# ---- block 1 ----
block_1/closeup.png
Region (34, 34) to (84, 84) µm. Cells in gray, sequential cells in the stronger gray; small squares are vias.
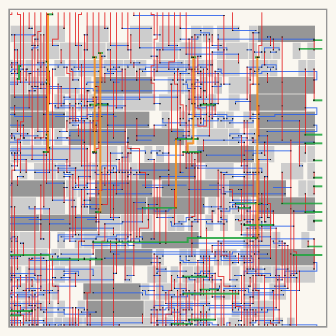

--- src/rtl/mmio_io_pkg.sv ---
`default_nettype none
// ============================================================================
// Module   : mmio_io_pkg
// Purpose  : Register offsets, status bit positions and debounce defaults
//            for the memory-mapped I/O responder.
// Revision : 1.0
// ============================================================================
package mmio_io_pkg;

  localparam logic [1:0] ADDR_STATUS = 2'b00;
  localparam logic [1:0] ADDR_SWITCH = 2'b01;
  localparam logic [1:0] ADDR_LED    = 2'b10;
  localparam logic [1:0] ADDR_RSVD   = 2'b11;

  localparam int SW_READY_BIT  = 0;
  localparam int LED_READY_BIT = 1;

  localparam int          DEFAULT_CNT_W           = 16;
  localparam logic [15:0] DEFAULT_DEBOUNCE_CYCLES = 16'd50000;

  function automatic logic [31:0] status_word(input logic sw_ready, input logic led_ready);
    logic [31:0] w;
    w                = '0;
    w[SW_READY_BIT]  = sw_ready;
    w[LED_READY_BIT] = led_ready;
    return w;
  endfunction

endpackage
`default_nettype wire

--- src/rtl/btn_debounce.sv ---
`default_nettype none
// ============================================================================
// Module   : btn_debounce
// Purpose  : Two-flop synchroniser plus stability counter; emits a one-cycle
//            press pulse on each accepted 0->1 transition.
// Revision : 1.0
// ============================================================================
module btn_debounce
  import mmio_io_pkg::*;
#(
  parameter int unsigned      CNT_W           = DEFAULT_CNT_W,
  parameter logic [CNT_W-1:0] DEBOUNCE_CYCLES = CNT_W'(DEFAULT_DEBOUNCE_CYCLES)
) (
  input  logic clk,
  input  logic reset,
  input  logic raw,
  output logic level,
  output logic press
);

  localparam logic [CNT_W-1:0] c_one      = {{(CNT_W-1){1'b0}}, 1'b1};
  localparam logic [CNT_W-1:0] c_terminal = DEBOUNCE_CYCLES - c_one;

  logic             r_sync1;
  logic             r_sync2;
  logic             r_level;
  logic [CNT_W-1:0] r_cnt;
  logic             w_differs;
  logic             w_flip;

  assign w_differs = (r_sync2 != r_level);
  assign w_flip    = w_differs && (r_cnt == c_terminal);

  always_ff @(posedge clk or negedge reset) begin
    if (!reset) begin
      r_sync1 <= 1'b0;
      r_sync2 <= 1'b0;
      r_level <= 1'b0;
      r_cnt   <= '0;
    end else begin
      r_sync1 <= raw;
      r_sync2 <= r_sync1;
      if (w_flip) begin
        r_level <= r_sync2;
        r_cnt   <= '0;
      end else if (w_differs) begin
        r_cnt <= r_cnt + c_one;
      end else begin
        r_cnt <= '0;
      end
    end
  end

  // Pulse is decoded in the cycle the flip is committed, so consumers see it
  // on the same edge that updates the accepted level.
  assign level = r_level;
  assign press = w_flip & r_sync2;

endmodule
`default_nettype wire

--- src/rtl/mmio_io_responder.sv ---
`default_nettype none
// ============================================================================
// Module   : mmio_io_responder
// Purpose  : I/O-window register file: STATUS, latched SWITCH, gated LED.
// Revision : 1.0
// ============================================================================
module mmio_io_responder
  import mmio_io_pkg::*;
#(
  parameter int unsigned      CNT_W           = DEFAULT_CNT_W,
  parameter logic [CNT_W-1:0] DEBOUNCE_CYCLES = CNT_W'(DEFAULT_DEBOUNCE_CYCLES)
) (
  input  logic        clk,
  input  logic        reset,
  input  logic        pRead,
  input  logic        pWrite,
  input  logic [1:0]  addr,
  input  logic [31:0] writeData,
  output logic [31:0] readData,
  input  logic        btnL,
  input  logic        btnR,
  input  logic [15:0] switch,
  output logic [11:0] led
);

  logic        w_btnl_level;
  logic        w_btnl_press;
  logic        w_btnr_level;
  logic        w_btnr_press;
  logic        w_sw_read;
  logic        w_led_write;
  logic        w_unused;
  logic [11:0] r_led;
  logic [15:0] r_sw_latch;
  logic        r_sw_ready;
  logic        r_led_ready;
  logic [31:0] w_rd_mux;

  btn_debounce #(
    .CNT_W           (CNT_W),
    .DEBOUNCE_CYCLES (DEBOUNCE_CYCLES)
  ) u_deb_btnl (
    .clk   (clk),
    .reset (reset),
    .raw   (btnL),
    .level (w_btnl_level),
    .press (w_btnl_press)
  );

  btn_debounce #(
    .CNT_W           (CNT_W),
    .DEBOUNCE_CYCLES (DEBOUNCE_CYCLES)
  ) u_deb_btnr (
    .clk   (clk),
    .reset (reset),
    .raw   (btnR),
    .level (w_btnr_level),
    .press (w_btnr_press)
  );

  assign w_sw_read   = pRead && !pWrite && (addr == ADDR_SWITCH);
  assign w_led_write = pWrite && (addr == ADDR_LED) && r_led_ready;
  assign w_unused    = ^{writeData[31:12], w_btnl_level, w_btnr_level};

  // A button event in the same cycle as the consuming access takes priority.
  always_ff @(posedge clk or negedge reset) begin
    if (!reset) begin
      r_led       <= '0;
      r_sw_latch  <= '0;
      r_sw_ready  <= 1'b0;
      r_led_ready <= 1'b0;
    end else begin
      if (w_btnr_press) begin
        r_sw_latch <= switch;
        r_sw_ready <= 1'b1;
      end else if (w_sw_read) begin
        r_sw_ready <= 1'b0;
      end

      if (w_led_write) begin
        r_led <= writeData[11:0];
      end

      if (w_btnl_press) begin
        r_led_ready <= 1'b1;
      end else if (w_led_write) begin
        r_led_ready <= 1'b0;
      end
    end
  end

  always_comb begin
    w_rd_mux = '0;
    case (addr)
      ADDR_STATUS: w_rd_mux = status_word(r_sw_ready, r_led_ready);
      ADDR_SWITCH: w_rd_mux = {16'b0, r_sw_latch};
      ADDR_LED:    w_rd_mux = {20'b0, r_led};
      default:     w_rd_mux = '0;
    endcase
  end

  assign readData = pRead ? w_rd_mux : 32'h0;
  assign led      = r_led;

endmodule
`default_nettype wire

--- config.mk ---
export PLATFORM = sky130hd
export DESIGN_NAME = mmio_io_responder
export DESIGN_NICKNAME = d
export VERILOG_FILES = /design/src/rtl/mmio_io_pkg.sv /design/src/rtl/btn_debounce.sv /design/src/rtl/mmio_io_responder.sv
export SDC_FILE = /design/constraint.sdc
export NUM_CORES = 1
export LEC_CHECK = 0
export ABC_AREA = 1
export CORE_UTILIZATION = 54
export CTS_BUF_LIST = sky130_fd_sc_hd__clkbuf_8
export CTS_CLUSTER_SIZE = 12
export DETAILED_ROUTE_END_ITERATION = 10
export PLACE_DENSITY = 0.88
export SLEW_MARGIN = 10
export SYNTH_ARGS = -nofsm -noshare
export SYNTH_HDL_FRONTEND = slang
export SYNTH_SLANG_ARGS = --single-unit
--- constraint.sdc ---
create_clock -name clk -period 4.1 [get_ports clk]
set_input_delay 0.41 -clock clk [delete_from_list [all_inputs] [get_ports clk]]
set_output_delay 0.41 -clock clk [all_outputs]
set_load 0.01 [all_outputs]
# ---- block 2 ----
### config.mk
export PLATFORM = sky130hd
export DESIGN_NAME = uart_rx_ctrl
export DESIGN_NICKNAME = d
export VERILOG_FILES = /design/src/rtl/uart_pkg.sv /design/src/rtl/uart_sync2.sv /design/src/rtl/uart_rx_ctrl.sv
export SDC_FILE = /design/constraint.sdc
export NUM_CORES = 1
export LEC_CHECK = 0
export ABC_AREA = 1
export CAP_MARGIN = 20
export CORE_ASPECT_RATIO = 0.75
export CORE_MARGIN = 2
export CORE_UTILIZATION = 60
export DETAILED_ROUTE_END_ITERATION = 12
export GPL_ROUTABILITY_DRIVEN = 0
export GPL_TIMING_DRIVEN = 0
export PLACE_DENSITY = 0.89
export SYNTH_ARGS = -nofsm -noshare
export SYNTH_HDL_FRONTEND = slang
export SYNTH_SLANG_ARGS = --single-unit
### constraint.sdc
create_clock -name clk -period 4.3 [get_ports clk]
set_input_delay 0.86 -clock clk [delete_from_list [all_inputs] [get_ports clk]]
set_output_delay 0.86 -clock clk [all_outputs]
set_load 0.02 [all_outputs]
### src/rtl/uart_pkg.sv
// uart_pkg: definitions shared by the UART receiver and transmitter.
//   uart_state_e  receiver FSM state encoding
//   DATA_BITS     payload bits per frame
//   CLKS_PER_BIT_DEF  default bit period in clocks (100 MHz / 9600 baud)
package uart_pkg;

  localparam int DATA_BITS        = 8;
  localparam int CLKS_PER_BIT_DEF = 10416;

  typedef enum logic [2:0] {
    IDLE   = 3'd0,
    START  = 3'd1,
    DATA   = 3'd2,
    STOP   = 3'd3,
    BREAK  = 3'd4,
    PARITY = 3'd5
  } uart_state_e;

endpackage

### src/rtl/uart_sync2.sv
// uart_sync2: two-flop synchroniser for an asynchronous single-bit input.
//   clk  system clock
//   rst  asynchronous active-high reset, loads RST_VAL into both flops
//   d_i  asynchronous input
//   q_o  synchronised output (2 clocks latency)
module uart_sync2 #(
  parameter logic RST_VAL = 1'b1
) (
  input  logic clk,
  input  logic rst,
  input  logic d_i,
  output logic q_o
);

  logic meta_q, sync_q;

  always_ff @(posedge clk or posedge rst) begin
    if (rst) begin
      meta_q <= RST_VAL;
      sync_q <= RST_VAL;
    end else begin
      meta_q <= d_i;
      sync_q <= meta_q;
    end
  end

  assign q_o = sync_q;

endmodule

### src/rtl/uart_rx_ctrl.sv
// uart_rx_ctrl: UART receiver, 8N1 (8E1 when UART_RX_PARITY_EN is defined).
//   clk        system clock
//   rst        asynchronous active-high reset
//   UART_RX    raw serial line, idle high, asynchronous to clk
//   data       last correctly framed byte, held until the next good frame
//   valid      one-cycle pulse, data updated this cycle
//   frame_err  one-cycle pulse, stop bit sampled low
//   busy       high whenever the FSM is not IDLE
//   parity_err (UART_RX_PARITY_EN only) pulse alongside valid on even-parity mismatch
// Bits are sampled at mid-bit: START waits HALF_BIT, then every full bit period.
module uart_rx_ctrl
  import uart_pkg::*;
#(
  parameter int CLKS_PER_BIT = CLKS_PER_BIT_DEF
) (
  input  logic                 clk,
  input  logic                 rst,
  input  logic                 UART_RX,
  output logic [DATA_BITS-1:0] data,
  output logic                 valid,
  output logic                 frame_err,
`ifdef UART_RX_PARITY_EN
  output logic                 parity_err,
`endif
  output logic                 busy
);

  localparam int HALF_BIT = CLKS_PER_BIT / 2;
  localparam int TMR_W    = $clog2(CLKS_PER_BIT);
  localparam int IDX_W    = $clog2(DATA_BITS);

  localparam logic [TMR_W-1:0] HALF_END = TMR_W'(HALF_BIT - 1);
  localparam logic [TMR_W-1:0] BIT_END  = TMR_W'(CLKS_PER_BIT - 1);
  localparam logic [IDX_W-1:0] IDX_END  = IDX_W'(DATA_BITS - 1);

  logic                 rx_s;
  uart_state_e          state_q, state_d;
  logic [TMR_W-1:0]     timer_q, timer_d;
  logic [IDX_W-1:0]     idx_q, idx_d;
  logic [DATA_BITS-1:0] shift_q, shift_d;
  logic [DATA_BITS-1:0] data_q, data_d;
  logic                 valid_q, valid_d;
  logic                 ferr_q, ferr_d;
  logic                 pbad_q, pbad_d;   // parity mismatch of the current frame
  logic                 perr_q, perr_d;

  uart_sync2 #(.RST_VAL(1'b1)) u_sync (
    .clk (clk),
    .rst (rst),
    .d_i (UART_RX),
    .q_o (rx_s)
  );

  always_ff @(posedge clk or posedge rst) begin
    if (rst) begin
      state_q <= IDLE;
      timer_q <= '0;
      idx_q   <= '0;
      shift_q <= '0;
      data_q  <= '0;
      valid_q <= 1'b0;
      ferr_q  <= 1'b0;
      pbad_q  <= 1'b0;
      perr_q  <= 1'b0;
    end else begin
      state_q <= state_d;
      timer_q <= timer_d;
      idx_q   <= idx_d;
      shift_q <= shift_d;
      data_q  <= data_d;
      valid_q <= valid_d;
      ferr_q  <= ferr_d;
      pbad_q  <= pbad_d;
      perr_q  <= perr_d;
    end
  end

  always_comb begin
    state_d = state_q;
    timer_d = timer_q + TMR_W'(1);
    idx_d   = idx_q;
    shift_d = shift_q;
    data_d  = data_q;
    valid_d = 1'b0;
    ferr_d  = 1'b0;
    pbad_d  = pbad_q;
    perr_d  = 1'b0;
    case (state_q)
      IDLE: begin
        timer_d = '0;
        idx_d   = '0;
        if (!rx_s) state_d = START;
      end
      START: begin
        // Re-check the line at mid start bit; a short low pulse is dropped silently.
        if (timer_q == HALF_END) begin
          timer_d = '0;
          state_d = rx_s ? IDLE : DATA;
        end
      end
      DATA: begin
        if (timer_q == BIT_END) begin
          timer_d        = '0;
          shift_d[idx_q] = rx_s;
          idx_d          = idx_q + IDX_W'(1);
          if (idx_q == IDX_END) begin
`ifdef UART_RX_PARITY_EN
            state_d = PARITY;
`else
            state_d = STOP;
`endif
          end
        end
      end
`ifdef UART_RX_PARITY_EN
      PARITY: begin
        if (timer_q == BIT_END) begin
          timer_d = '0;
          pbad_d  = rx_s ^ (^shift_q);
          state_d = STOP;
        end
      end
`endif
      STOP: begin
        if (timer_q == BIT_END) begin
          timer_d = '0;
          if (rx_s) begin
            data_d  = shift_q;
            valid_d = 1'b1;
            perr_d  = pbad_q;
            state_d = IDLE;
          end else begin
            ferr_d  = 1'b1;
            state_d = BREAK;
          end
        end
      end
      BREAK: begin
        // Held-low line: stay here until it returns high, so a break is not
        // decoded as a stream of 0x00 frames.
        timer_d = '0;
        if (rx_s) state_d = IDLE;
      end
      default: begin
        state_d = IDLE;
        timer_d = '0;
        idx_d   = '0;
      end
    endcase
  end

  always_comb begin
    busy      = (state_q != IDLE);
    data      = data_q;
    valid     = valid_q;
    frame_err = ferr_q;
`ifdef UART_RX_PARITY_EN
    parity_err = perr_q;
`endif
  end

endmodule
# ---- block 3 ----
<file path="config.mk">
export PLATFORM = sky130hd
export DESIGN_NAME = exe_mem_skid_stage
export DESIGN_NICKNAME = d
export VERILOG_FILES = /design/src/rtl/exe_mem_pkg.sv /design/src/rtl/exe_mem_skid_stage.sv
export SDC_FILE = /design/constraint.sdc
export NUM_CORES = 1
export LEC_CHECK = 0
export ABC_AREA = 1
export CAP_MARGIN = 20
export CORE_ASPECT_RATIO = 1.1
export CORE_MARGIN = 3
export CORE_UTILIZATION = 45
export CTS_BUF_LIST = sky130_fd_sc_hd__clkbuf_8
export DETAILED_ROUTE_END_ITERATION = 8
export PLACE_DENSITY_LB_ADDON = 0.1
export SETUP_SLACK_MARGIN = 0.3
export SYNTH_ARGS = -nofsm -noshare
export SYNTH_HDL_FRONTEND = slang
export SYNTH_SLANG_ARGS = --single-unit
</file>
<file path="constraint.sdc">
create_clock -name clk -period 17.1 [get_ports clk]
set_input_delay 3.42 -clock clk [delete_from_list [all_inputs] [get_ports clk]]
set_output_delay 3.42 -clock clk [all_outputs]
set_load 0.01 [all_outputs]
</file>
<file path="src/rtl/exe_mem_pkg.sv">
// Shared types and widths for the EXE->MEM pipeline boundary.
// Payload layout, LSB first: dst[4:0], st_val[36:5], alu_result[68:37], pc[100:69].
package exe_mem_pkg;

  typedef enum logic [1:0] {
    EMPTY = 2'd0,
    ONE   = 2'd1,
    FULL  = 2'd2
  } skid_state_t;

  localparam int EXE_CTRL_W = 3;
  localparam int EXE_DATA_W = 101;

  localparam int CTRL_WB_EN_BIT    = 2;
  localparam int CTRL_MEM_R_EN_BIT = 1;
  localparam int CTRL_MEM_W_EN_BIT = 0;

  localparam int DST_W        = 5;
  localparam int WORD_W       = 32;
  localparam int DST_LSB      = 0;
  localparam int ST_VAL_LSB   = DST_LSB + DST_W;
  localparam int ALU_RES_LSB  = ST_VAL_LSB + WORD_W;
  localparam int PC_LSB       = ALU_RES_LSB + WORD_W;

  function automatic logic [EXE_DATA_W-1:0] pack_exe_payload(
    input logic [WORD_W-1:0] pc,
    input logic [WORD_W-1:0] alu_result,
    input logic [WORD_W-1:0] st_val,
    input logic [DST_W-1:0]  dst
  );
    logic [EXE_DATA_W-1:0] p;
    p = '0;
    p[PC_LSB      +: WORD_W] = pc;
    p[ALU_RES_LSB +: WORD_W] = alu_result;
    p[ST_VAL_LSB  +: WORD_W] = st_val;
    p[DST_LSB     +: DST_W]  = dst;
    return p;
  endfunction

endpackage

</file>
<file path="src/rtl/exe_mem_skid_stage.sv">
// EXE->MEM stage register: valid/ready with an optional skid entry so in_ready is registered.
// Control enables are zeroed whenever no valid word is held; flush empties the stage next edge.
module exe_mem_skid_stage
  import exe_mem_pkg::*;
#(
  parameter int CTRL_W = EXE_CTRL_W,
  parameter int DATA_W = EXE_DATA_W,
  parameter bit SKID   = 1'b1
) (
  input  logic              clk,
  input  logic              rst,
  input  logic              in_valid,
  output logic              in_ready,
  input  logic [CTRL_W-1:0] in_ctrl,
  input  logic [DATA_W-1:0] in_data,
  input  logic              flush,
  output logic              out_valid,
  input  logic              out_ready,
  output logic [CTRL_W-1:0] out_ctrl,
  output logic [DATA_W-1:0] out_data,
  output logic [1:0]        occupancy
);

  skid_state_t       state_q, state_d;
  logic [CTRL_W-1:0] main_ctrl_q, main_ctrl_d;
  logic [DATA_W-1:0] main_data_q, main_data_d;
  logic [CTRL_W-1:0] skid_ctrl_q, skid_ctrl_d;
  logic [DATA_W-1:0] skid_data_q, skid_data_d;
  logic              in_ready_q, in_ready_d;
  logic              in_fire, out_fire;

  assign out_valid = (state_q != EMPTY);
  assign out_ctrl  = main_ctrl_q;
  assign out_data  = main_data_q;
  assign occupancy = state_q;

  generate
    if (SKID) begin : g_skid_rdy
      assign in_ready = in_ready_q;
    end else begin : g_stall_rdy
      assign in_ready = (state_q == EMPTY) | out_ready;
    end
  endgenerate

  assign in_fire  = in_valid & in_ready;
  assign out_fire = out_valid & out_ready;

  always_comb begin
    state_d     = state_q;
    main_ctrl_d = main_ctrl_q;
    main_data_d = main_data_q;
    skid_ctrl_d = skid_ctrl_q;
    skid_data_d = skid_data_q;
    case (state_q)
      EMPTY: begin
        if (in_fire) begin
          state_d     = ONE;
          main_ctrl_d = in_ctrl;
          main_data_d = in_data;
        end
      end
      ONE: begin
        if (in_fire && out_fire) begin
          main_ctrl_d = in_ctrl;
          main_data_d = in_data;
        end else if (in_fire && SKID) begin
          state_d     = FULL;
          skid_ctrl_d = in_ctrl;
          skid_data_d = in_data;
        end else if (out_fire) begin
          state_d     = EMPTY;
          main_ctrl_d = '0;
        end
      end
      FULL: begin
        if (out_fire) begin
          state_d     = ONE;
          main_ctrl_d = skid_ctrl_q;
          main_data_d = skid_data_q;
          skid_ctrl_d = '0;
        end
      end
      default: begin
        state_d     = EMPTY;
        main_ctrl_d = '0;
        skid_ctrl_d = '0;
      end
    endcase
    // Payload is left as-is on flush; only the enables must read zero.
    if (flush) begin
      state_d     = EMPTY;
      main_ctrl_d = '0;
      skid_ctrl_d = '0;
    end
    in_ready_d = (state_d != FULL);
  end

  always_ff @(posedge clk or posedge rst) begin
    if (rst) begin
      state_q     <= EMPTY;
      main_ctrl_q <= '0;
      main_data_q <= '0;
      skid_ctrl_q <= '0;
      skid_data_q <= '0;
      in_ready_q  <= 1'b1;
    end else begin
      state_q     <= state_d;
      main_ctrl_q <= main_ctrl_d;
      main_data_q <= main_data_d;
      skid_ctrl_q <= skid_ctrl_d;
      skid_data_q <= skid_data_d;
      in_ready_q  <= in_ready_d;
    end
  end

endmodule

</file>
block_1/m4.png
(4 px per µm) Supply wires on this layer in gray. Cells faint in the background.
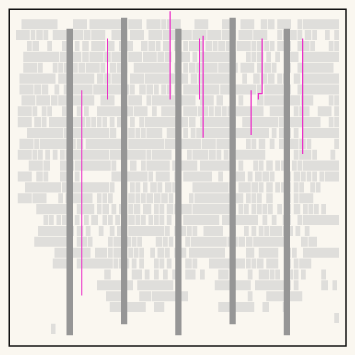
wire length on this layer: 183 µm
main direction: vertical
nets with wire on the layer: 7
share of all routed wire: 2.3%

block_1/clock_nets.png
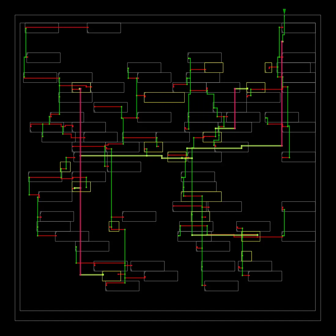
CTS Sinks: 68
clock latency on the worst-skew pair: 0.34 ns
Setup Skew: 0.008508 ns

## Picture notes: block_1/closeup.png
[M3] green
[M2] red
[M1] blue
[M4] orange
sequential cells in the window: 27
netlist names of flops here include: `led` (7), `r_sw_latch` (7), `u_deb_btnl.r_cnt` (7)
most frequent: nand2_1 (44), inv_1 (34), nand3_1 (33)
cells with their middle in the window: 251

==> metrics.csv, block 1 <==
stage,metric,value,unit
die,Die ar.,7021,µm²
layout,top cell category,flip-flops and latches,
power_and_ir_drop,clock power share,0.391,
global_routing,first-pass GRT wire length,13.46,mm
critical_path,Setup crit start kind,input pin,
synthesis,Cell Type Count,28,
layout,flop count,68,
final_timing,Tmin final,2.973,ns
final_timing,Fin Hold WS,0.09612,ns
clock_tree,CTS Buf Count,9,
clock_tree,clk slew on worst S/H paths,0.07,ns
final_timing,Setup WS post-layout,1.127,ns
clock_tree,Post-CTS Hold Buffers,0,
clock_tree,H-tree levels,3,
power_and_ir_drop,Switch Pwr,0.3766,mW
die,Die Span Y,83.79,µm
drt,vias post-DR,3151,
critical_path,crit path max-delay cell type,clkdlybuf4s50_1,
layout,share of post-route cells with drive strength above 1,0.04596,
critical_path,"delay-heaviest family, CP",buffers and inverters,
status,status,"complete, no violations",
global_routing,largest net degree at the start of global routing,40,
## block 1: metal layers
| layer | share of wire | routed length, µm | vias up | GRT usage |
|---|---|---|---|---|
| met2 | 0.52 | 4123 | 86 | 0.4154 |
| met3 | 0.031 | 242 | 18 | 0.04550 |
| li1 | - | - | 1570 | - |
| met4 | 0.023 | 183 | 0 | 0.1387 |
| met1 | 0.42 | 3329 | 1477 | 0.2853 |
| met5 | 0 | 0 | - | 0 |
## block 1: through the flow
step | power (mW) | util | instance area (µm²)
6_report | 1.555 | 0.6969 | 4451
5_1_grt | 1.621 | 0.6969 | 4451
4_1_cts | 1.569 | 0.6969 | 4451
3_5_place_dp | 0.9603 | 0.6616 | 4225
3_3_place_gp | 0.9541 | 0.6616 | 4225
2_1_floorplan | 0.8332 | - | 3669
## block 1: power groups by stage
stage	clock [mW]	combinational [mW]	sequential, mW
final	0.608	0.208	0.739
after global routing	0.651	0.227	0.743
after CTS	0.621	0.211	0.738
after detailed placement	0	0.210	0.750
after global placement	0	0.205	0.749
after floorplan	0	0.0770	0.756
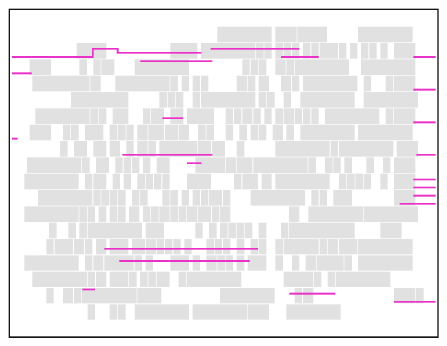
block_2/m3.png
(6 px per µm) Cells faint in the background.
main direction: horizontal
nets with wire on the layer: 17
wire length on this layer: 181 µm
longest straight run: 25.3 µm

==> metrics.csv, block 2 <==
stage,metric,value,unit
layout,clock buffer count,5,
synthesis,cell type with the largest total area,dfrtp_1,
global_routing,first-pass GRT wire length,6.796,mm
critical_path,"delay-heaviest family, CP",buffers and inverters,
synthesis,top-count cell post-synth,nand2_1,
drt,first-pass iteration count of the detailed router,4,
die,Core Region,3266,µm²
final_timing,Setup Skew,0.01346,ns
layout,Layout clock area frac,0.04995,
clock_tree,clk slew on worst S/H paths,0.07,ns
synthesis,Post-Synthesis Cell Area,2033,µm²
final_timing,Setup WS post-layout,1.884,ns
critical_path,"Cell Chain, Critical Path","nor2_2, nand2_1, clkdlybuf4s50_1",
clock_tree,clock latency on the worst-skew pair,0.31,ns
critical_path,CP Class,reg2out,
power_and_ir_drop,Switch Pwr,0.1509,mW
status,status,"complete, no violations",
clock_tree,CTS Sinks,40,
layout,top cell category,flip-flops and latches,
drt,DRC Markers,0,
clock_tree,CTS tree,done,
block 2: routing by layer:
layer / track usage / share of wire
met5: 0 / 0
met4: 0.07862 / 0.014
met3: 0.07366 / 0.047
met2: 0.3827 / 0.43
met1: 0.3055 / 0.50
block 2: power by group through the flow:
stage | combinational (mW) | sequential [mW] | clock, mW
after global placement | 0.0113 | 0.386 | 0
after CTS | 0.0115 | 0.378 | 0.320
final | 0.0108 | 0.378 | 0.316
after floorplan | 0.00709 | 0.386 | 0
after detailed placement | 0.0114 | 0.386 | 0
after global routing | 0.0132 | 0.379 | 0.334
block 2: final timing paths:
kind	start	endpoint	slack (ns)	cells past startpoint
worst max-delay path	state_q[2]$_DFFE_PP0P_	busy	1.88	3
worst min-delay path	u_sync.meta_q$_DFF_PP1_	u_sync.q_o$_DFF_PP1_	0.36	0
worst max register to register	timer_q[0]$_DFF_PP0_	shift_q[6]$_DFFE_PP0P_	2.57	8
worst min register to register	u_sync.meta_q$_DFF_PP1_	u_sync.q_o$_DFF_PP1_	0.36	0
max in group asynchronous	rst	idx_q[0]$_DFFE_PP0P_	2.78	2
min in group asynchronous	rst	shift_q[4]$_DFFE_PP0P_	1.02	2
block_3/clock_nets.png
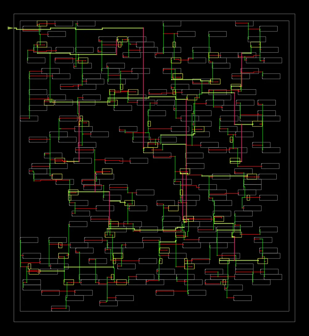
CTS Buf Count: 38
Setup Skew: 0.01426 ns

==> metrics.csv, block 3 <==
stage,metric,value,unit
layout,Filler Cell Count,1894,
status,status,"complete, no violations",
layout,Register Area,5281,µm²
die,die width,144.7,µm
place,Place WS,11.29,ns
final_timing,RSZ-0062 raised after global routing,false,
layout,Antenna Cells,0,
power_and_ir_drop,clock power share,0.311,
drt,Avg Vias per Cell,4.845,
power_and_ir_drop,Switch Pwr,0.3927,mW
synthesis,Post-Synthesis Cell Area,9529,µm²
critical_path,WP depth,3,
die,Ports,217,
power_and_ir_drop,part of the power in combinational logic,0.212,
global_routing,first-pass GRT wire length,39.05,mm
clock_tree,Resized Gates After CTS,0,
critical_path,Max Fanout on Critical Path,11,
die,Die ar.,22960,µm²
synthesis,Synth Seq Share,0.5542,
power_and_ir_drop,Static Leak,6.439,nW
-- block 3: placed cells by master, fill, tap and decap left out, drive strengths merged --
| master | netlist | routed |
|---|---|---|
| nor2 | 121 | 121 |
| dfrtp | 210 | 210 |
| clkbuf | 17 | 43 |
| inv | 110 | 125 |
| o21ai | 105 | 105 |
| nand2 | 333 | 333 |
| dfstp | 1 | 1 |
| clkinv | 0 | 2 |
| clkdlybuf4s50 | 0 | 216 |
| a21oi | 105 | 105 |
| nand4 | 1 | 1 |
| nand3 | 114 | 114 |
| clkinvlp | 0 | 1 |
| buf | 63 | 9 |
-- block 3: sequential cells by signal, indices dropped and copies added (netlist names) --
name,flops
skid_data_q,101
occupancy,2
in_ready,1
out_ctrl,3
out_data,101
skid_ctrl_q,3
-- block 3: cells by family (layout without fill, tap and decap cells) --
family          Yosys count  after routing
compound gates          210            210
flops                   211            211
simple gates            569            569
buf+inv                 190            396
-- block 3: per-stage QoR --
stage               power (mW)  area (µm²)
global placement        0.9397       11650
detailed placement      0.9476       11650
finish                   1.365       12450
global route             1.452       12450
CTS                      1.380       12310
floorplan               0.8034        9529

==> notes/layouts.md <==
Pictures saved along the way, in no particular order.

Pin placement.
(a)
(2 px per µm) Pins as bars across the die edge, other pins in gray.
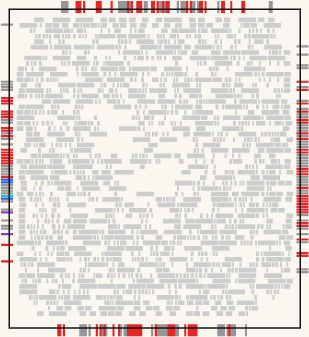
(b)
(4 px per µm) Pins as bars across the die edge, other pins in gray.
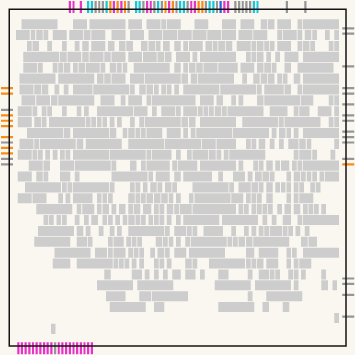
(c)
(6 px per µm) Pins as bars across the die edge, other pins in gray.
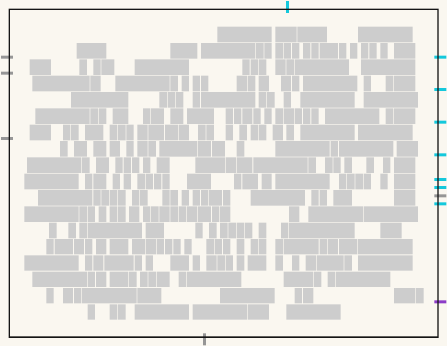
block 1 -> (b)
block 3 -> (a)
block 2 -> (c)
- largest die: (a)

Key to (b):
[`pRead`] blue | pins: 1 | direction: input | edge: top
[`led`] cyan | pins: 12 | direction: output | edge: top
[`switch`] orange | pins: 16 | direction: input | edge: 8 left, 7 top, 1 right
[`writeData`] magenta | pins: 32 | direction: input | edge: 20 bottom, 12 top


# ---- block 4 ----
block_4/pinout.png
(4 px per µm) Pins as bars across the die edge, other pins in gray.
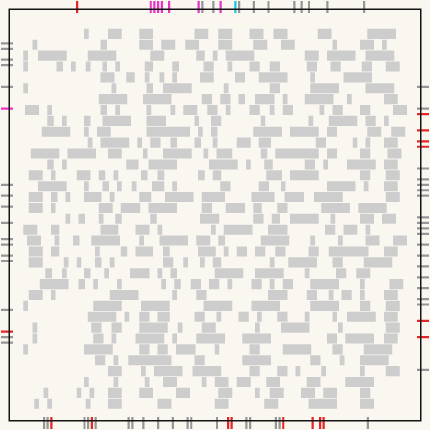

==> config.mk <==
export PLATFORM = sky130hd
export DESIGN_NAME = pp_row_sequencer
export DESIGN_NICKNAME = d
export VERILOG_FILES = /design/src/rtl/pp_seq_pkg.sv /design/src/rtl/pp_row_gen.sv /design/src/rtl/pp_row_sequencer.sv
export SDC_FILE = /design/constraint.sdc
export NUM_CORES = 1
export LEC_CHECK = 0
export CAP_MARGIN = 20
export CELL_PAD_IN_SITES_DETAIL_PLACEMENT = 2
export CELL_PAD_IN_SITES_GLOBAL_PLACEMENT = 2
export CORE_MARGIN = 2
export CORE_UTILIZATION = 29
export DETAILED_ROUTE_END_ITERATION = 10
export PLACE_DENSITY_LB_ADDON = 0.1
export SYNTH_ARGS = -nofsm -noshare
export SYNTH_HDL_FRONTEND = slang
export SYNTH_SLANG_ARGS = --single-unit
==> constraint.sdc <==
create_clock -name clk -period 2.8 [get_ports clk]
set_clock_uncertainty 0.15 [all_clocks]
set_input_delay 0.56 -clock clk [delete_from_list [all_inputs] [get_ports clk]]
set_output_delay 0.56 -clock clk [all_outputs]
set_load 0.02 [all_outputs]
==> src/rtl/pp_seq_pkg.sv <==
// Shared types and constants for the partial-product row sequencer.
// Imported by the row generator and by the sequencer top.
package pp_seq_pkg;

    typedef enum logic {
        IDLE  = 1'b0,
        ISSUE = 1'b1
    } state_t;

    localparam int ROWS_PER_BEAT = 4;

    function automatic int beats_f(input int width);
        return width / ROWS_PER_BEAT;
    endfunction

endpackage

==> src/rtl/pp_row_gen.sv <==
// Combinational generator for the four shifted partial-product rows of one beat.
// Row j of beat k is a << (4k+j) when multiplier bit 4k+j is set, else zero.
module pp_row_gen
    import pp_seq_pkg::*;
#(
    parameter int WIDTH = 8,
    parameter int KW    = 1
) (
    input  logic [WIDTH-1:0]                             a,
    input  logic [ROWS_PER_BEAT-1:0]                     b_nib,
    input  logic [KW-1:0]                                k,
    output logic [ROWS_PER_BEAT-1:0][2*WIDTH-1:0]        rows
);

    logic [2*WIDTH-1:0] a_ext;

    assign a_ext = {{WIDTH{1'b0}}, a};

    // The shift 4k+j is simply k with the two-bit row index appended.
    for (genvar j = 0; j < ROWS_PER_BEAT; j++) begin : g_row
        localparam logic [1:0] JJ = 2'(j);
        assign rows[j] = b_nib[j] ? (a_ext << {k, JJ}) : '0;
    end

endmodule

==> src/rtl/pp_row_sequencer.sv <==
// Accepts an operand pair and issues its partial-product rows four per beat
// towards the compressor array; all beat outputs are registered.
module pp_row_sequencer
    import pp_seq_pkg::*;
#(
    parameter int WIDTH     = 8,
    parameter int ZERO_SKIP = 1,
    localparam int BEATS    = beats_f(WIDTH),
    localparam int KW       = (BEATS > 1) ? $clog2(BEATS) : 1
) (
    input  logic               clk,
    input  logic               rst,
    input  logic               in_valid,
    output logic               in_ready,
    input  logic [WIDTH-1:0]   in_a,
    input  logic [WIDTH-1:0]   in_b,
    output logic               out_valid,
    input  logic               out_ready,
    output logic [2*WIDTH-1:0] out_row0,
    output logic [2*WIDTH-1:0] out_row1,
    output logic [2*WIDTH-1:0] out_row2,
    output logic [2*WIDTH-1:0] out_row3,
    output logic [KW-1:0]      out_beat,
    output logic               out_last
);

    localparam logic [KW-1:0] LAST_K = KW'(BEATS - 1);

    state_t                                    state_q, state_d;
    logic [WIDTH-1:0]                          a_q, a_d;
    logic [WIDTH-1:0]                          b_q, b_d;
    logic [KW-1:0]                             k_q, k_d;
    logic [ROWS_PER_BEAT-1:0][2*WIDTH-1:0]     rows_q, rows_d;
    logic                                      last_q, last_d;

    logic [WIDTH-1:0]                          gen_a;
    logic [ROWS_PER_BEAT-1:0]                  gen_nib;
    logic [KW-1:0]                             gen_k;
    logic [ROWS_PER_BEAT-1:0][2*WIDTH-1:0]     gen_rows;
    logic                                      zero_op;

    assign in_ready  = (state_q == IDLE) && !rst;
    assign out_valid = (state_q == ISSUE) && !rst;
    assign zero_op   = (ZERO_SKIP != 0) && ((in_a == '0) || (in_b == '0));

    // The generator always prepares the beat that will be registered next:
    // beat 0 of the incoming pair in IDLE, beat k+1 of the captured pair in ISSUE.
    always_comb begin
        gen_a   = a_q;
        gen_k   = k_q + KW'(1);
        gen_nib = b_q[{gen_k, 2'b00} +: ROWS_PER_BEAT];
        if (state_q == IDLE) begin
            gen_a   = in_a;
            gen_k   = '0;
            gen_nib = in_b[ROWS_PER_BEAT-1:0];
        end
    end

    pp_row_gen #(
        .WIDTH (WIDTH),
        .KW    (KW)
    ) u_row_gen (
        .a     (gen_a),
        .b_nib (gen_nib),
        .k     (gen_k),
        .rows  (gen_rows)
    );

    always_comb begin
        state_d = state_q;
        a_d     = a_q;
        b_d     = b_q;
        k_d     = k_q;
        rows_d  = rows_q;
        last_d  = last_q;
        case (state_q)
            IDLE: begin
                if (in_valid) begin
                    a_d     = in_a;
                    b_d     = in_b;
                    k_d     = '0;
                    rows_d  = zero_op ? '0 : gen_rows;
                    last_d  = zero_op || (BEATS == 1);
                    state_d = ISSUE;
                end
            end
            ISSUE: begin
                if (out_ready) begin
                    if (last_q) begin
                        state_d = IDLE;
                    end else begin
                        k_d    = gen_k;
                        rows_d = gen_rows;
                        last_d = (gen_k == LAST_K);
                    end
                end
            end
            default: state_d = IDLE;
        endcase
    end

    always_ff @(posedge clk) begin
        if (rst) begin
            state_q <= IDLE;
            a_q     <= '0;
            b_q     <= '0;
            k_q     <= '0;
            rows_q  <= '0;
            last_q  <= 1'b0;
        end else begin
            state_q <= state_d;
            a_q     <= a_d;
            b_q     <= b_d;
            k_q     <= k_d;
            rows_q  <= rows_d;
            last_q  <= last_d;
        end
    end

    assign out_row0 = rows_q[0];
    assign out_row1 = rows_q[1];
    assign out_row2 = rows_q[2];
    assign out_row3 = rows_q[3];
    assign out_beat = k_q;
    assign out_last = last_q;

endmodule

# ---- block 5 ----
[src/rtl/fetch_unit_if.sv]
// fetch_unit_if: instruction-memory and control-unit handshake bundle for fetch_unit.
interface fetch_unit_if #(parameter int ADDR_W = 10);
    logic              imem_req;
    logic [ADDR_W-1:0] imem_addr;
    logic [15:0]       imem_rdata;
    logic              imem_ack;
    logic [15:0]       instr;
    logic              instr_valid;
    logic              instr_ready;
    logic              branch;
    logic              loadPC;
    logic              ret;
    logic              push;
    logic [ADDR_W-1:0] target;
    modport master (
        output imem_req, imem_addr, instr, instr_valid,
        input  imem_rdata, imem_ack, instr_ready, branch, loadPC, ret, push, target
    );
    modport slave (
        input  imem_req, imem_addr, instr, instr_valid,
        output imem_rdata, imem_ack, instr_ready, branch, loadPC, ret, push, target
    );
endinterface

[src/rtl/fetch_unit.sv]
// fetch_unit: PC, req/ack instruction fetch, valid/ready issue and circular return-address stack.
// Define FETCH_STATS_EN to add instr_count/redirect_count ports.
module fetch_unit #(
    parameter int                ADDR_W    = 10,
    parameter int                RAS_DEPTH = 8,
    parameter logic [ADDR_W-1:0] RESET_PC  = '0
) (
    input  logic              clk,
    input  logic              rst,
    fetch_unit_if.master      bus,
    output logic [ADDR_W-1:0] pc,
    output logic              ras_ovf,
    output logic              ras_unf
`ifdef FETCH_STATS_EN
    ,
    output logic [31:0]       instr_count,
    output logic [15:0]       redirect_count
`endif
);
    localparam int PW = $clog2(RAS_DEPTH);
    typedef enum logic [1:0] {S_RST, S_REQ, S_VALID} state_t;
    state_t            state, state_nx;
    logic [ADDR_W-1:0] ras [RAS_DEPTH];
    logic [PW-1:0]     ptr, top_idx;
    logic [PW:0]       cnt;
    logic [15:0]       instr_q;
    logic              hs, full, empty;
    logic [ADDR_W-1:0] pc_inc, pc_nx;

    assign bus.imem_req    = state == S_REQ;
    assign bus.imem_addr   = pc;
    assign bus.instr       = instr_q;
    assign bus.instr_valid = state == S_VALID;
    assign hs      = state == S_VALID && bus.instr_ready;
    assign top_idx = ptr - PW'(1);
    assign full    = cnt == (PW+1)'(RAS_DEPTH);
    assign empty   = cnt == '0;
    assign pc_inc  = pc + ADDR_W'(1);
    // A plain ret on an empty stack falls back to RESET_PC; push+ret always uses the stored top
    assign pc_nx   = bus.ret ? ((empty && !bus.push) ? RESET_PC : ras[top_idx]) :
                     (bus.branch || bus.loadPC) ? bus.target : pc_inc;

    always_comb begin
        state_nx = state;
        if (state == S_RST)
            state_nx = S_REQ;
        else if (state == S_REQ && bus.imem_ack)
            state_nx = S_VALID;
        else if (hs)
            state_nx = S_REQ;
    end

    always_ff @(posedge clk) begin
        if (rst) begin
            state   <= S_RST;
            pc      <= RESET_PC;
            instr_q <= '0;
            ptr     <= '0;
            cnt     <= '0;
            ras_ovf <= 1'b0;
            ras_unf <= 1'b0;
        end else begin
            state <= state_nx;
            if (state == S_REQ && bus.imem_ack)
                instr_q <= bus.imem_rdata;
            if (hs) begin
                pc <= pc_nx;
                if (bus.push && !bus.ret) begin
                    ptr <= ptr + PW'(1);
                    if (full)
                        ras_ovf <= 1'b1;
                    else
                        cnt <= cnt + (PW+1)'(1);
                end else if (bus.ret && !bus.push) begin
                    if (empty)
                        ras_unf <= 1'b1;
                    else begin
                        ptr <= top_idx;
                        cnt <= cnt - (PW+1)'(1);
                    end
                end
            end
        end
    end

    // When full, ptr already points at the oldest entry, so a push overwrites it
    always_ff @(posedge clk) begin
        if (!rst && hs && bus.push)
            ras[bus.ret ? top_idx : ptr] <= pc_inc;
    end

`ifdef FETCH_STATS_EN
    always_ff @(posedge clk) begin
        if (rst) begin
            instr_count    <= '0;
            redirect_count <= '0;
        end else if (hs) begin
            instr_count <= instr_count + 32'd1;
            if (bus.ret || bus.branch || bus.loadPC)
                redirect_count <= redirect_count + 16'd1;
        end
    end
`endif
endmodule

[src/flat_wrapper.sv]
// flat-port wrapper written by rule: the top's interface ports become plain ports
module fetch_unit_flat 
#(
    parameter int                ADDR_W    = 10,
    parameter int                RAS_DEPTH = 8,
    parameter logic [ADDR_W-1:0] RESET_PC  = '0
)
  (clk, rst, pc, ras_ovf, ras_unf, bus_imem_req, bus_imem_addr, bus_instr, bus_instr_valid, bus_imem_rdata, bus_imem_ack, bus_instr_ready, bus_branch, bus_loadPC, bus_ret, bus_push, bus_target);
  fetch_unit_if #(.ADDR_W(ADDR_W)) bus_i ();
  input  logic clk;
  input  logic rst;
  output logic [ADDR_W-1:0] pc;
  output logic ras_ovf;
  output logic ras_unf;
  output wire logic [$bits(bus_i.imem_req)-1:0] bus_imem_req;
  output wire logic [$bits(bus_i.imem_addr)-1:0] bus_imem_addr;
  output wire logic [$bits(bus_i.instr)-1:0] bus_instr;
  output wire logic [$bits(bus_i.instr_valid)-1:0] bus_instr_valid;
  input wire logic [$bits(bus_i.imem_rdata)-1:0] bus_imem_rdata;
  input wire logic [$bits(bus_i.imem_ack)-1:0] bus_imem_ack;
  input wire logic [$bits(bus_i.instr_ready)-1:0] bus_instr_ready;
  input wire logic [$bits(bus_i.branch)-1:0] bus_branch;
  input wire logic [$bits(bus_i.loadPC)-1:0] bus_loadPC;
  input wire logic [$bits(bus_i.ret)-1:0] bus_ret;
  input wire logic [$bits(bus_i.push)-1:0] bus_push;
  input wire logic [$bits(bus_i.target)-1:0] bus_target;
  assign bus_imem_req = bus_i.imem_req;
  assign bus_imem_addr = bus_i.imem_addr;
  assign bus_instr = bus_i.instr;
  assign bus_instr_valid = bus_i.instr_valid;
  assign bus_i.imem_rdata = bus_imem_rdata;
  assign bus_i.imem_ack = bus_imem_ack;
  assign bus_i.instr_ready = bus_instr_ready;
  assign bus_i.branch = bus_branch;
  assign bus_i.loadPC = bus_loadPC;
  assign bus_i.ret = bus_ret;
  assign bus_i.push = bus_push;
  assign bus_i.target = bus_target;
  fetch_unit #(.ADDR_W(ADDR_W), .RAS_DEPTH(RAS_DEPTH), .RESET_PC(RESET_PC)) u_core (.clk(clk), .rst(rst), .bus(bus_i), .pc(pc), .ras_ovf(ras_ovf), .ras_unf(ras_unf));
endmodule
[config.mk]
export PLATFORM = sky130hd
export DESIGN_NAME = fetch_unit_flat
export DESIGN_NICKNAME = d
export VERILOG_FILES = /design/src/rtl/fetch_unit_if.sv /design/src/rtl/fetch_unit.sv /design/src/flat_wrapper.sv
export SDC_FILE = /design/constraint.sdc
export NUM_CORES = 1
export LEC_CHECK = 0
export CORE_MARGIN = 5
export CORE_UTILIZATION = 57
export CTS_BUF_LIST = sky130_fd_sc_hd__clkbuf_4 sky130_fd_sc_hd__clkbuf_8
export DETAILED_ROUTE_END_ITERATION = 8
export GPL_ROUTABILITY_DRIVEN = 0
export PLACE_DENSITY = 0.9
export SYNTH_ARGS = -nofsm -noshare
export SYNTH_HDL_FRONTEND = slang
export SYNTH_SLANG_ARGS = --single-unit
[constraint.sdc]
create_clock -name clk -period 4.35 [get_ports clk]
set_clock_uncertainty 0.2 [all_clocks]
set_input_delay 0.87 -clock clk [delete_from_list [all_inputs] [get_ports clk]]
set_output_delay 0.87 -clock clk [all_outputs]
set_load 0.03 [all_outputs]
block_5/m4.png
(4 px per µm) Supply wires on this layer in gray. Cells faint in the background.
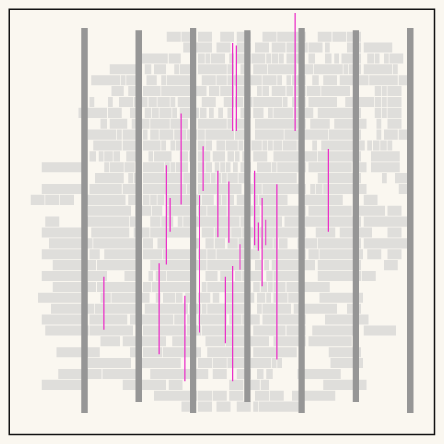
wire length on this layer: 428 µm
share of all routed wire: 3.5%

==> metrics.csv, block 5 <==
stage,metric,value,unit
layout,clock buffer count,22,
drt,final WL,12.35,mm
clock_tree,H-tree levels,4,
final_timing,Fin Hold WS,0.2538,ns
synthesis,Yosys warning count,0,
status,status,"complete, no violations",
layout,Antenna Cells,0,
layout,Register Area,3143,µm²
layout,fin area,6329,µm²
power_and_ir_drop,Top pwr grp,registers,
synthesis,XORs/XNORs by Area,0.03028,
drt,DRC Markers,0,
layout,multi-input combinational cell area,1814,µm²
global_routing,first-pass GRT wire length,19.28,mm
synthesis,cell type with the largest total area,edfxtp_1,
layout,final net count,513,
critical_path,"Cell Chain, Critical Path","clkinv_1, ha_1, nand2b_1, o22ai_1, o21ai_0, nor2_1, buf_4",
drt,WL per Instance,20.76,µm
global_routing,initial antenna violation count,0,
place,Placed Area,5947,µm²
global_routing,largest net degree at the start of global routing,38,
drt,antenna-violating nets left,0,
power_and_ir_drop,Switch Pwr,0.5453,mW
-- block 5: cells in the final DEF (no fill, tap or decap), types with 4 or more instances in the layout --
cell type / synthesis / final
clkbuf_8: 8 / 17
ha_1: 8 / 8
a21oi_1: 28 / 28
o21bai_1: 4 / 4
dfxtp_1: 37 / 37
mux2i_1: 13 / 13
mux4_2: 13 / 13
nand3_1: 5 / 5
nor3_1: 7 / 7
nor2_1: 40 / 40
mux4_1: 6 / 6
o21ai_0: 10 / 10
clkdlybuf4s50_1: 0 / 73
clkbuf_4: 0 / 5
edfxtp_1: 80 / 80
inv_1: 9 / 9
nand2b_1: 6 / 6
xnor2_1: 10 / 10
xor2_1: 5 / 5
buf_4: 10 / 11
nand2_1: 43 / 43
-- block 5: per-layer routing --
layer / global-route usage / part of all wire / vias to the layer above / wire length (µm)
li1: - / - / 1610 / -
met1: 0.2680 / 0.36 / 1713 / 4429
met2: 0.3834 / 0.52 / 180 / 6408
met3: 0.07407 / 0.088 / 52 / 1087
met4: 0.1064 / 0.035 / 0 / 427
met5: 0 / 0 / - / 0
block_4/closeup.png
Region (52, 52) to (102, 102) µm. Cells in gray, sequential cells in the stronger gray; small squares are vias.
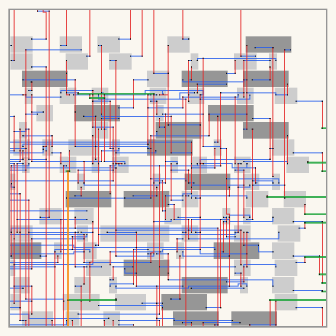
[M4] orange
[M2] red
[M3] green
[M1] blue
most frequent: clkdlybuf4s50_1 (21), dfxtp_1 (19), a22oi_1 (17)
cells with their middle in the window: 93
netlist names of flops here include: `out_row1` (5), `out_row2` (5), `out_row0` (4)
sequential cells in the window: 19

block_4/clock_nets.png
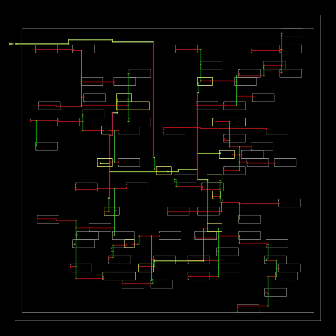
CTS Sinks: 67
clock latency on the worst-skew pair: 0.34 ns
flop count: 67
clk pwr: 0.975 mW
CTS Buf Count: 9

About block_4/pinout.png:
[`out_ready`] cyan | pins: 1 | direction: input | edge: top
[`out_row0`] red | pins: 16 | direction: output | edge: 8 bottom, 6 right, 1 top, 1 left
[`in_b`] magenta | pins: 8 | direction: input | edge: 7 top, 1 left

==> metrics.csv, block 4 <==
stage,metric,value,unit
power_and_ir_drop,Power Total,2.409,mW
final_timing,setup violators final,0,
layout,Layout clock area frac,0.06185,
die,Core Region,9328,µm²
status,status,"complete, no violations",
die,Die ar.,10510,µm²
clock_tree,clk root buf,clkbuf_8,
synthesis,XORs/XNORs by Area,0,
synthesis,top area contributor share,0.4764,
critical_path,crit end category,output port,
clock_tree,clk slew on worst S/H paths,0.07,ns
die,tap cell count,129,
clock_tree,H-tree levels,3,
final_timing,Setup WS post-layout,0.2066,ns
synthesis,Yosys warning count,0,
final_timing,Hold Fails Final Rpt,0,
layout,Filler Cell Count,1066,
final_timing,Tmin final,2.593,ns
clock_tree,Post-CTS Hold Buffers,0,
layout,Inverters excl. clock,4,
power_and_ir_drop,Pint,1.744,mW
global_routing,first-pass GRT wire length,14.06,mm
==> block 4: metal layers <==
| layer | GRT usage | vias up | share of wire |
|---|---|---|---|
| met5 | 0 | - | 0 |
| met4 | 0.06154 | 0 | 0.011 |
| met3 | 0.03119 | 10 | 0.035 |
| met2 | 0.2846 | 62 | 0.47 |
| met1 | 0.2491 | 1295 | 0.49 |
| li1 | - | 1235 | - |
==> block 4: sequential cells by signal, indices dropped and copies added (netlist names) <==
name / flops
out_row0: 12
a_q: 8
out_row1: 12
out_row2: 12
out_last: 1
out_beat: 1
state_q: 1
b_q: 8
out_row3: 12
==> block 4: power by group through the flow <==
stage               Combinational, mW  Clock [mW]  Sequential, mW
global placement                0.385           0            1.06
finish                          0.398       0.975            1.04
global route                    0.431        1.05            1.04
detailed placement              0.391           0            1.06
floorplan                       0.207           0            1.08
CTS                             0.395        1.00            1.04
==> block 4: critical path, cell delays in order <==
cell and delay, ns:
clkdlybuf4s50_1 0.55, nor2b_1 0.16, clkdlybuf4s50_1 0.61

==> layout pictures side by side <==
Metal 3.
(4 px per µm) Cells faint in the background.
shot_01.png
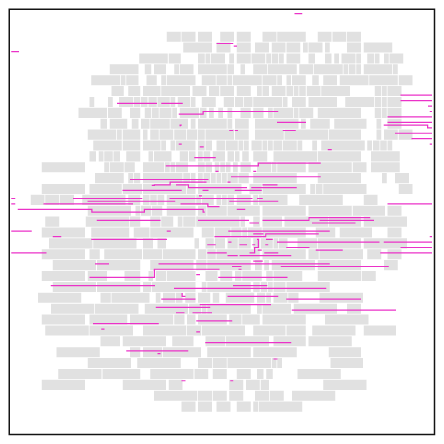
shot_02.png
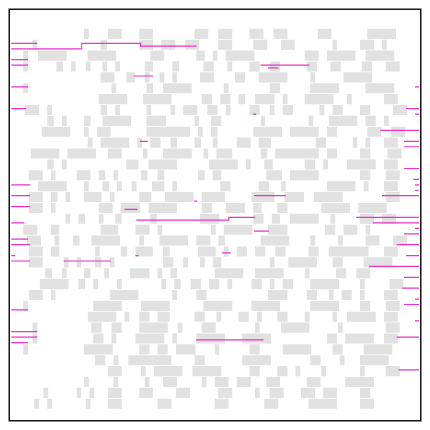
shot_02.png is block 4.
shot_01.png is block 5.


Power is estimated from default activity; no workload was simulated.
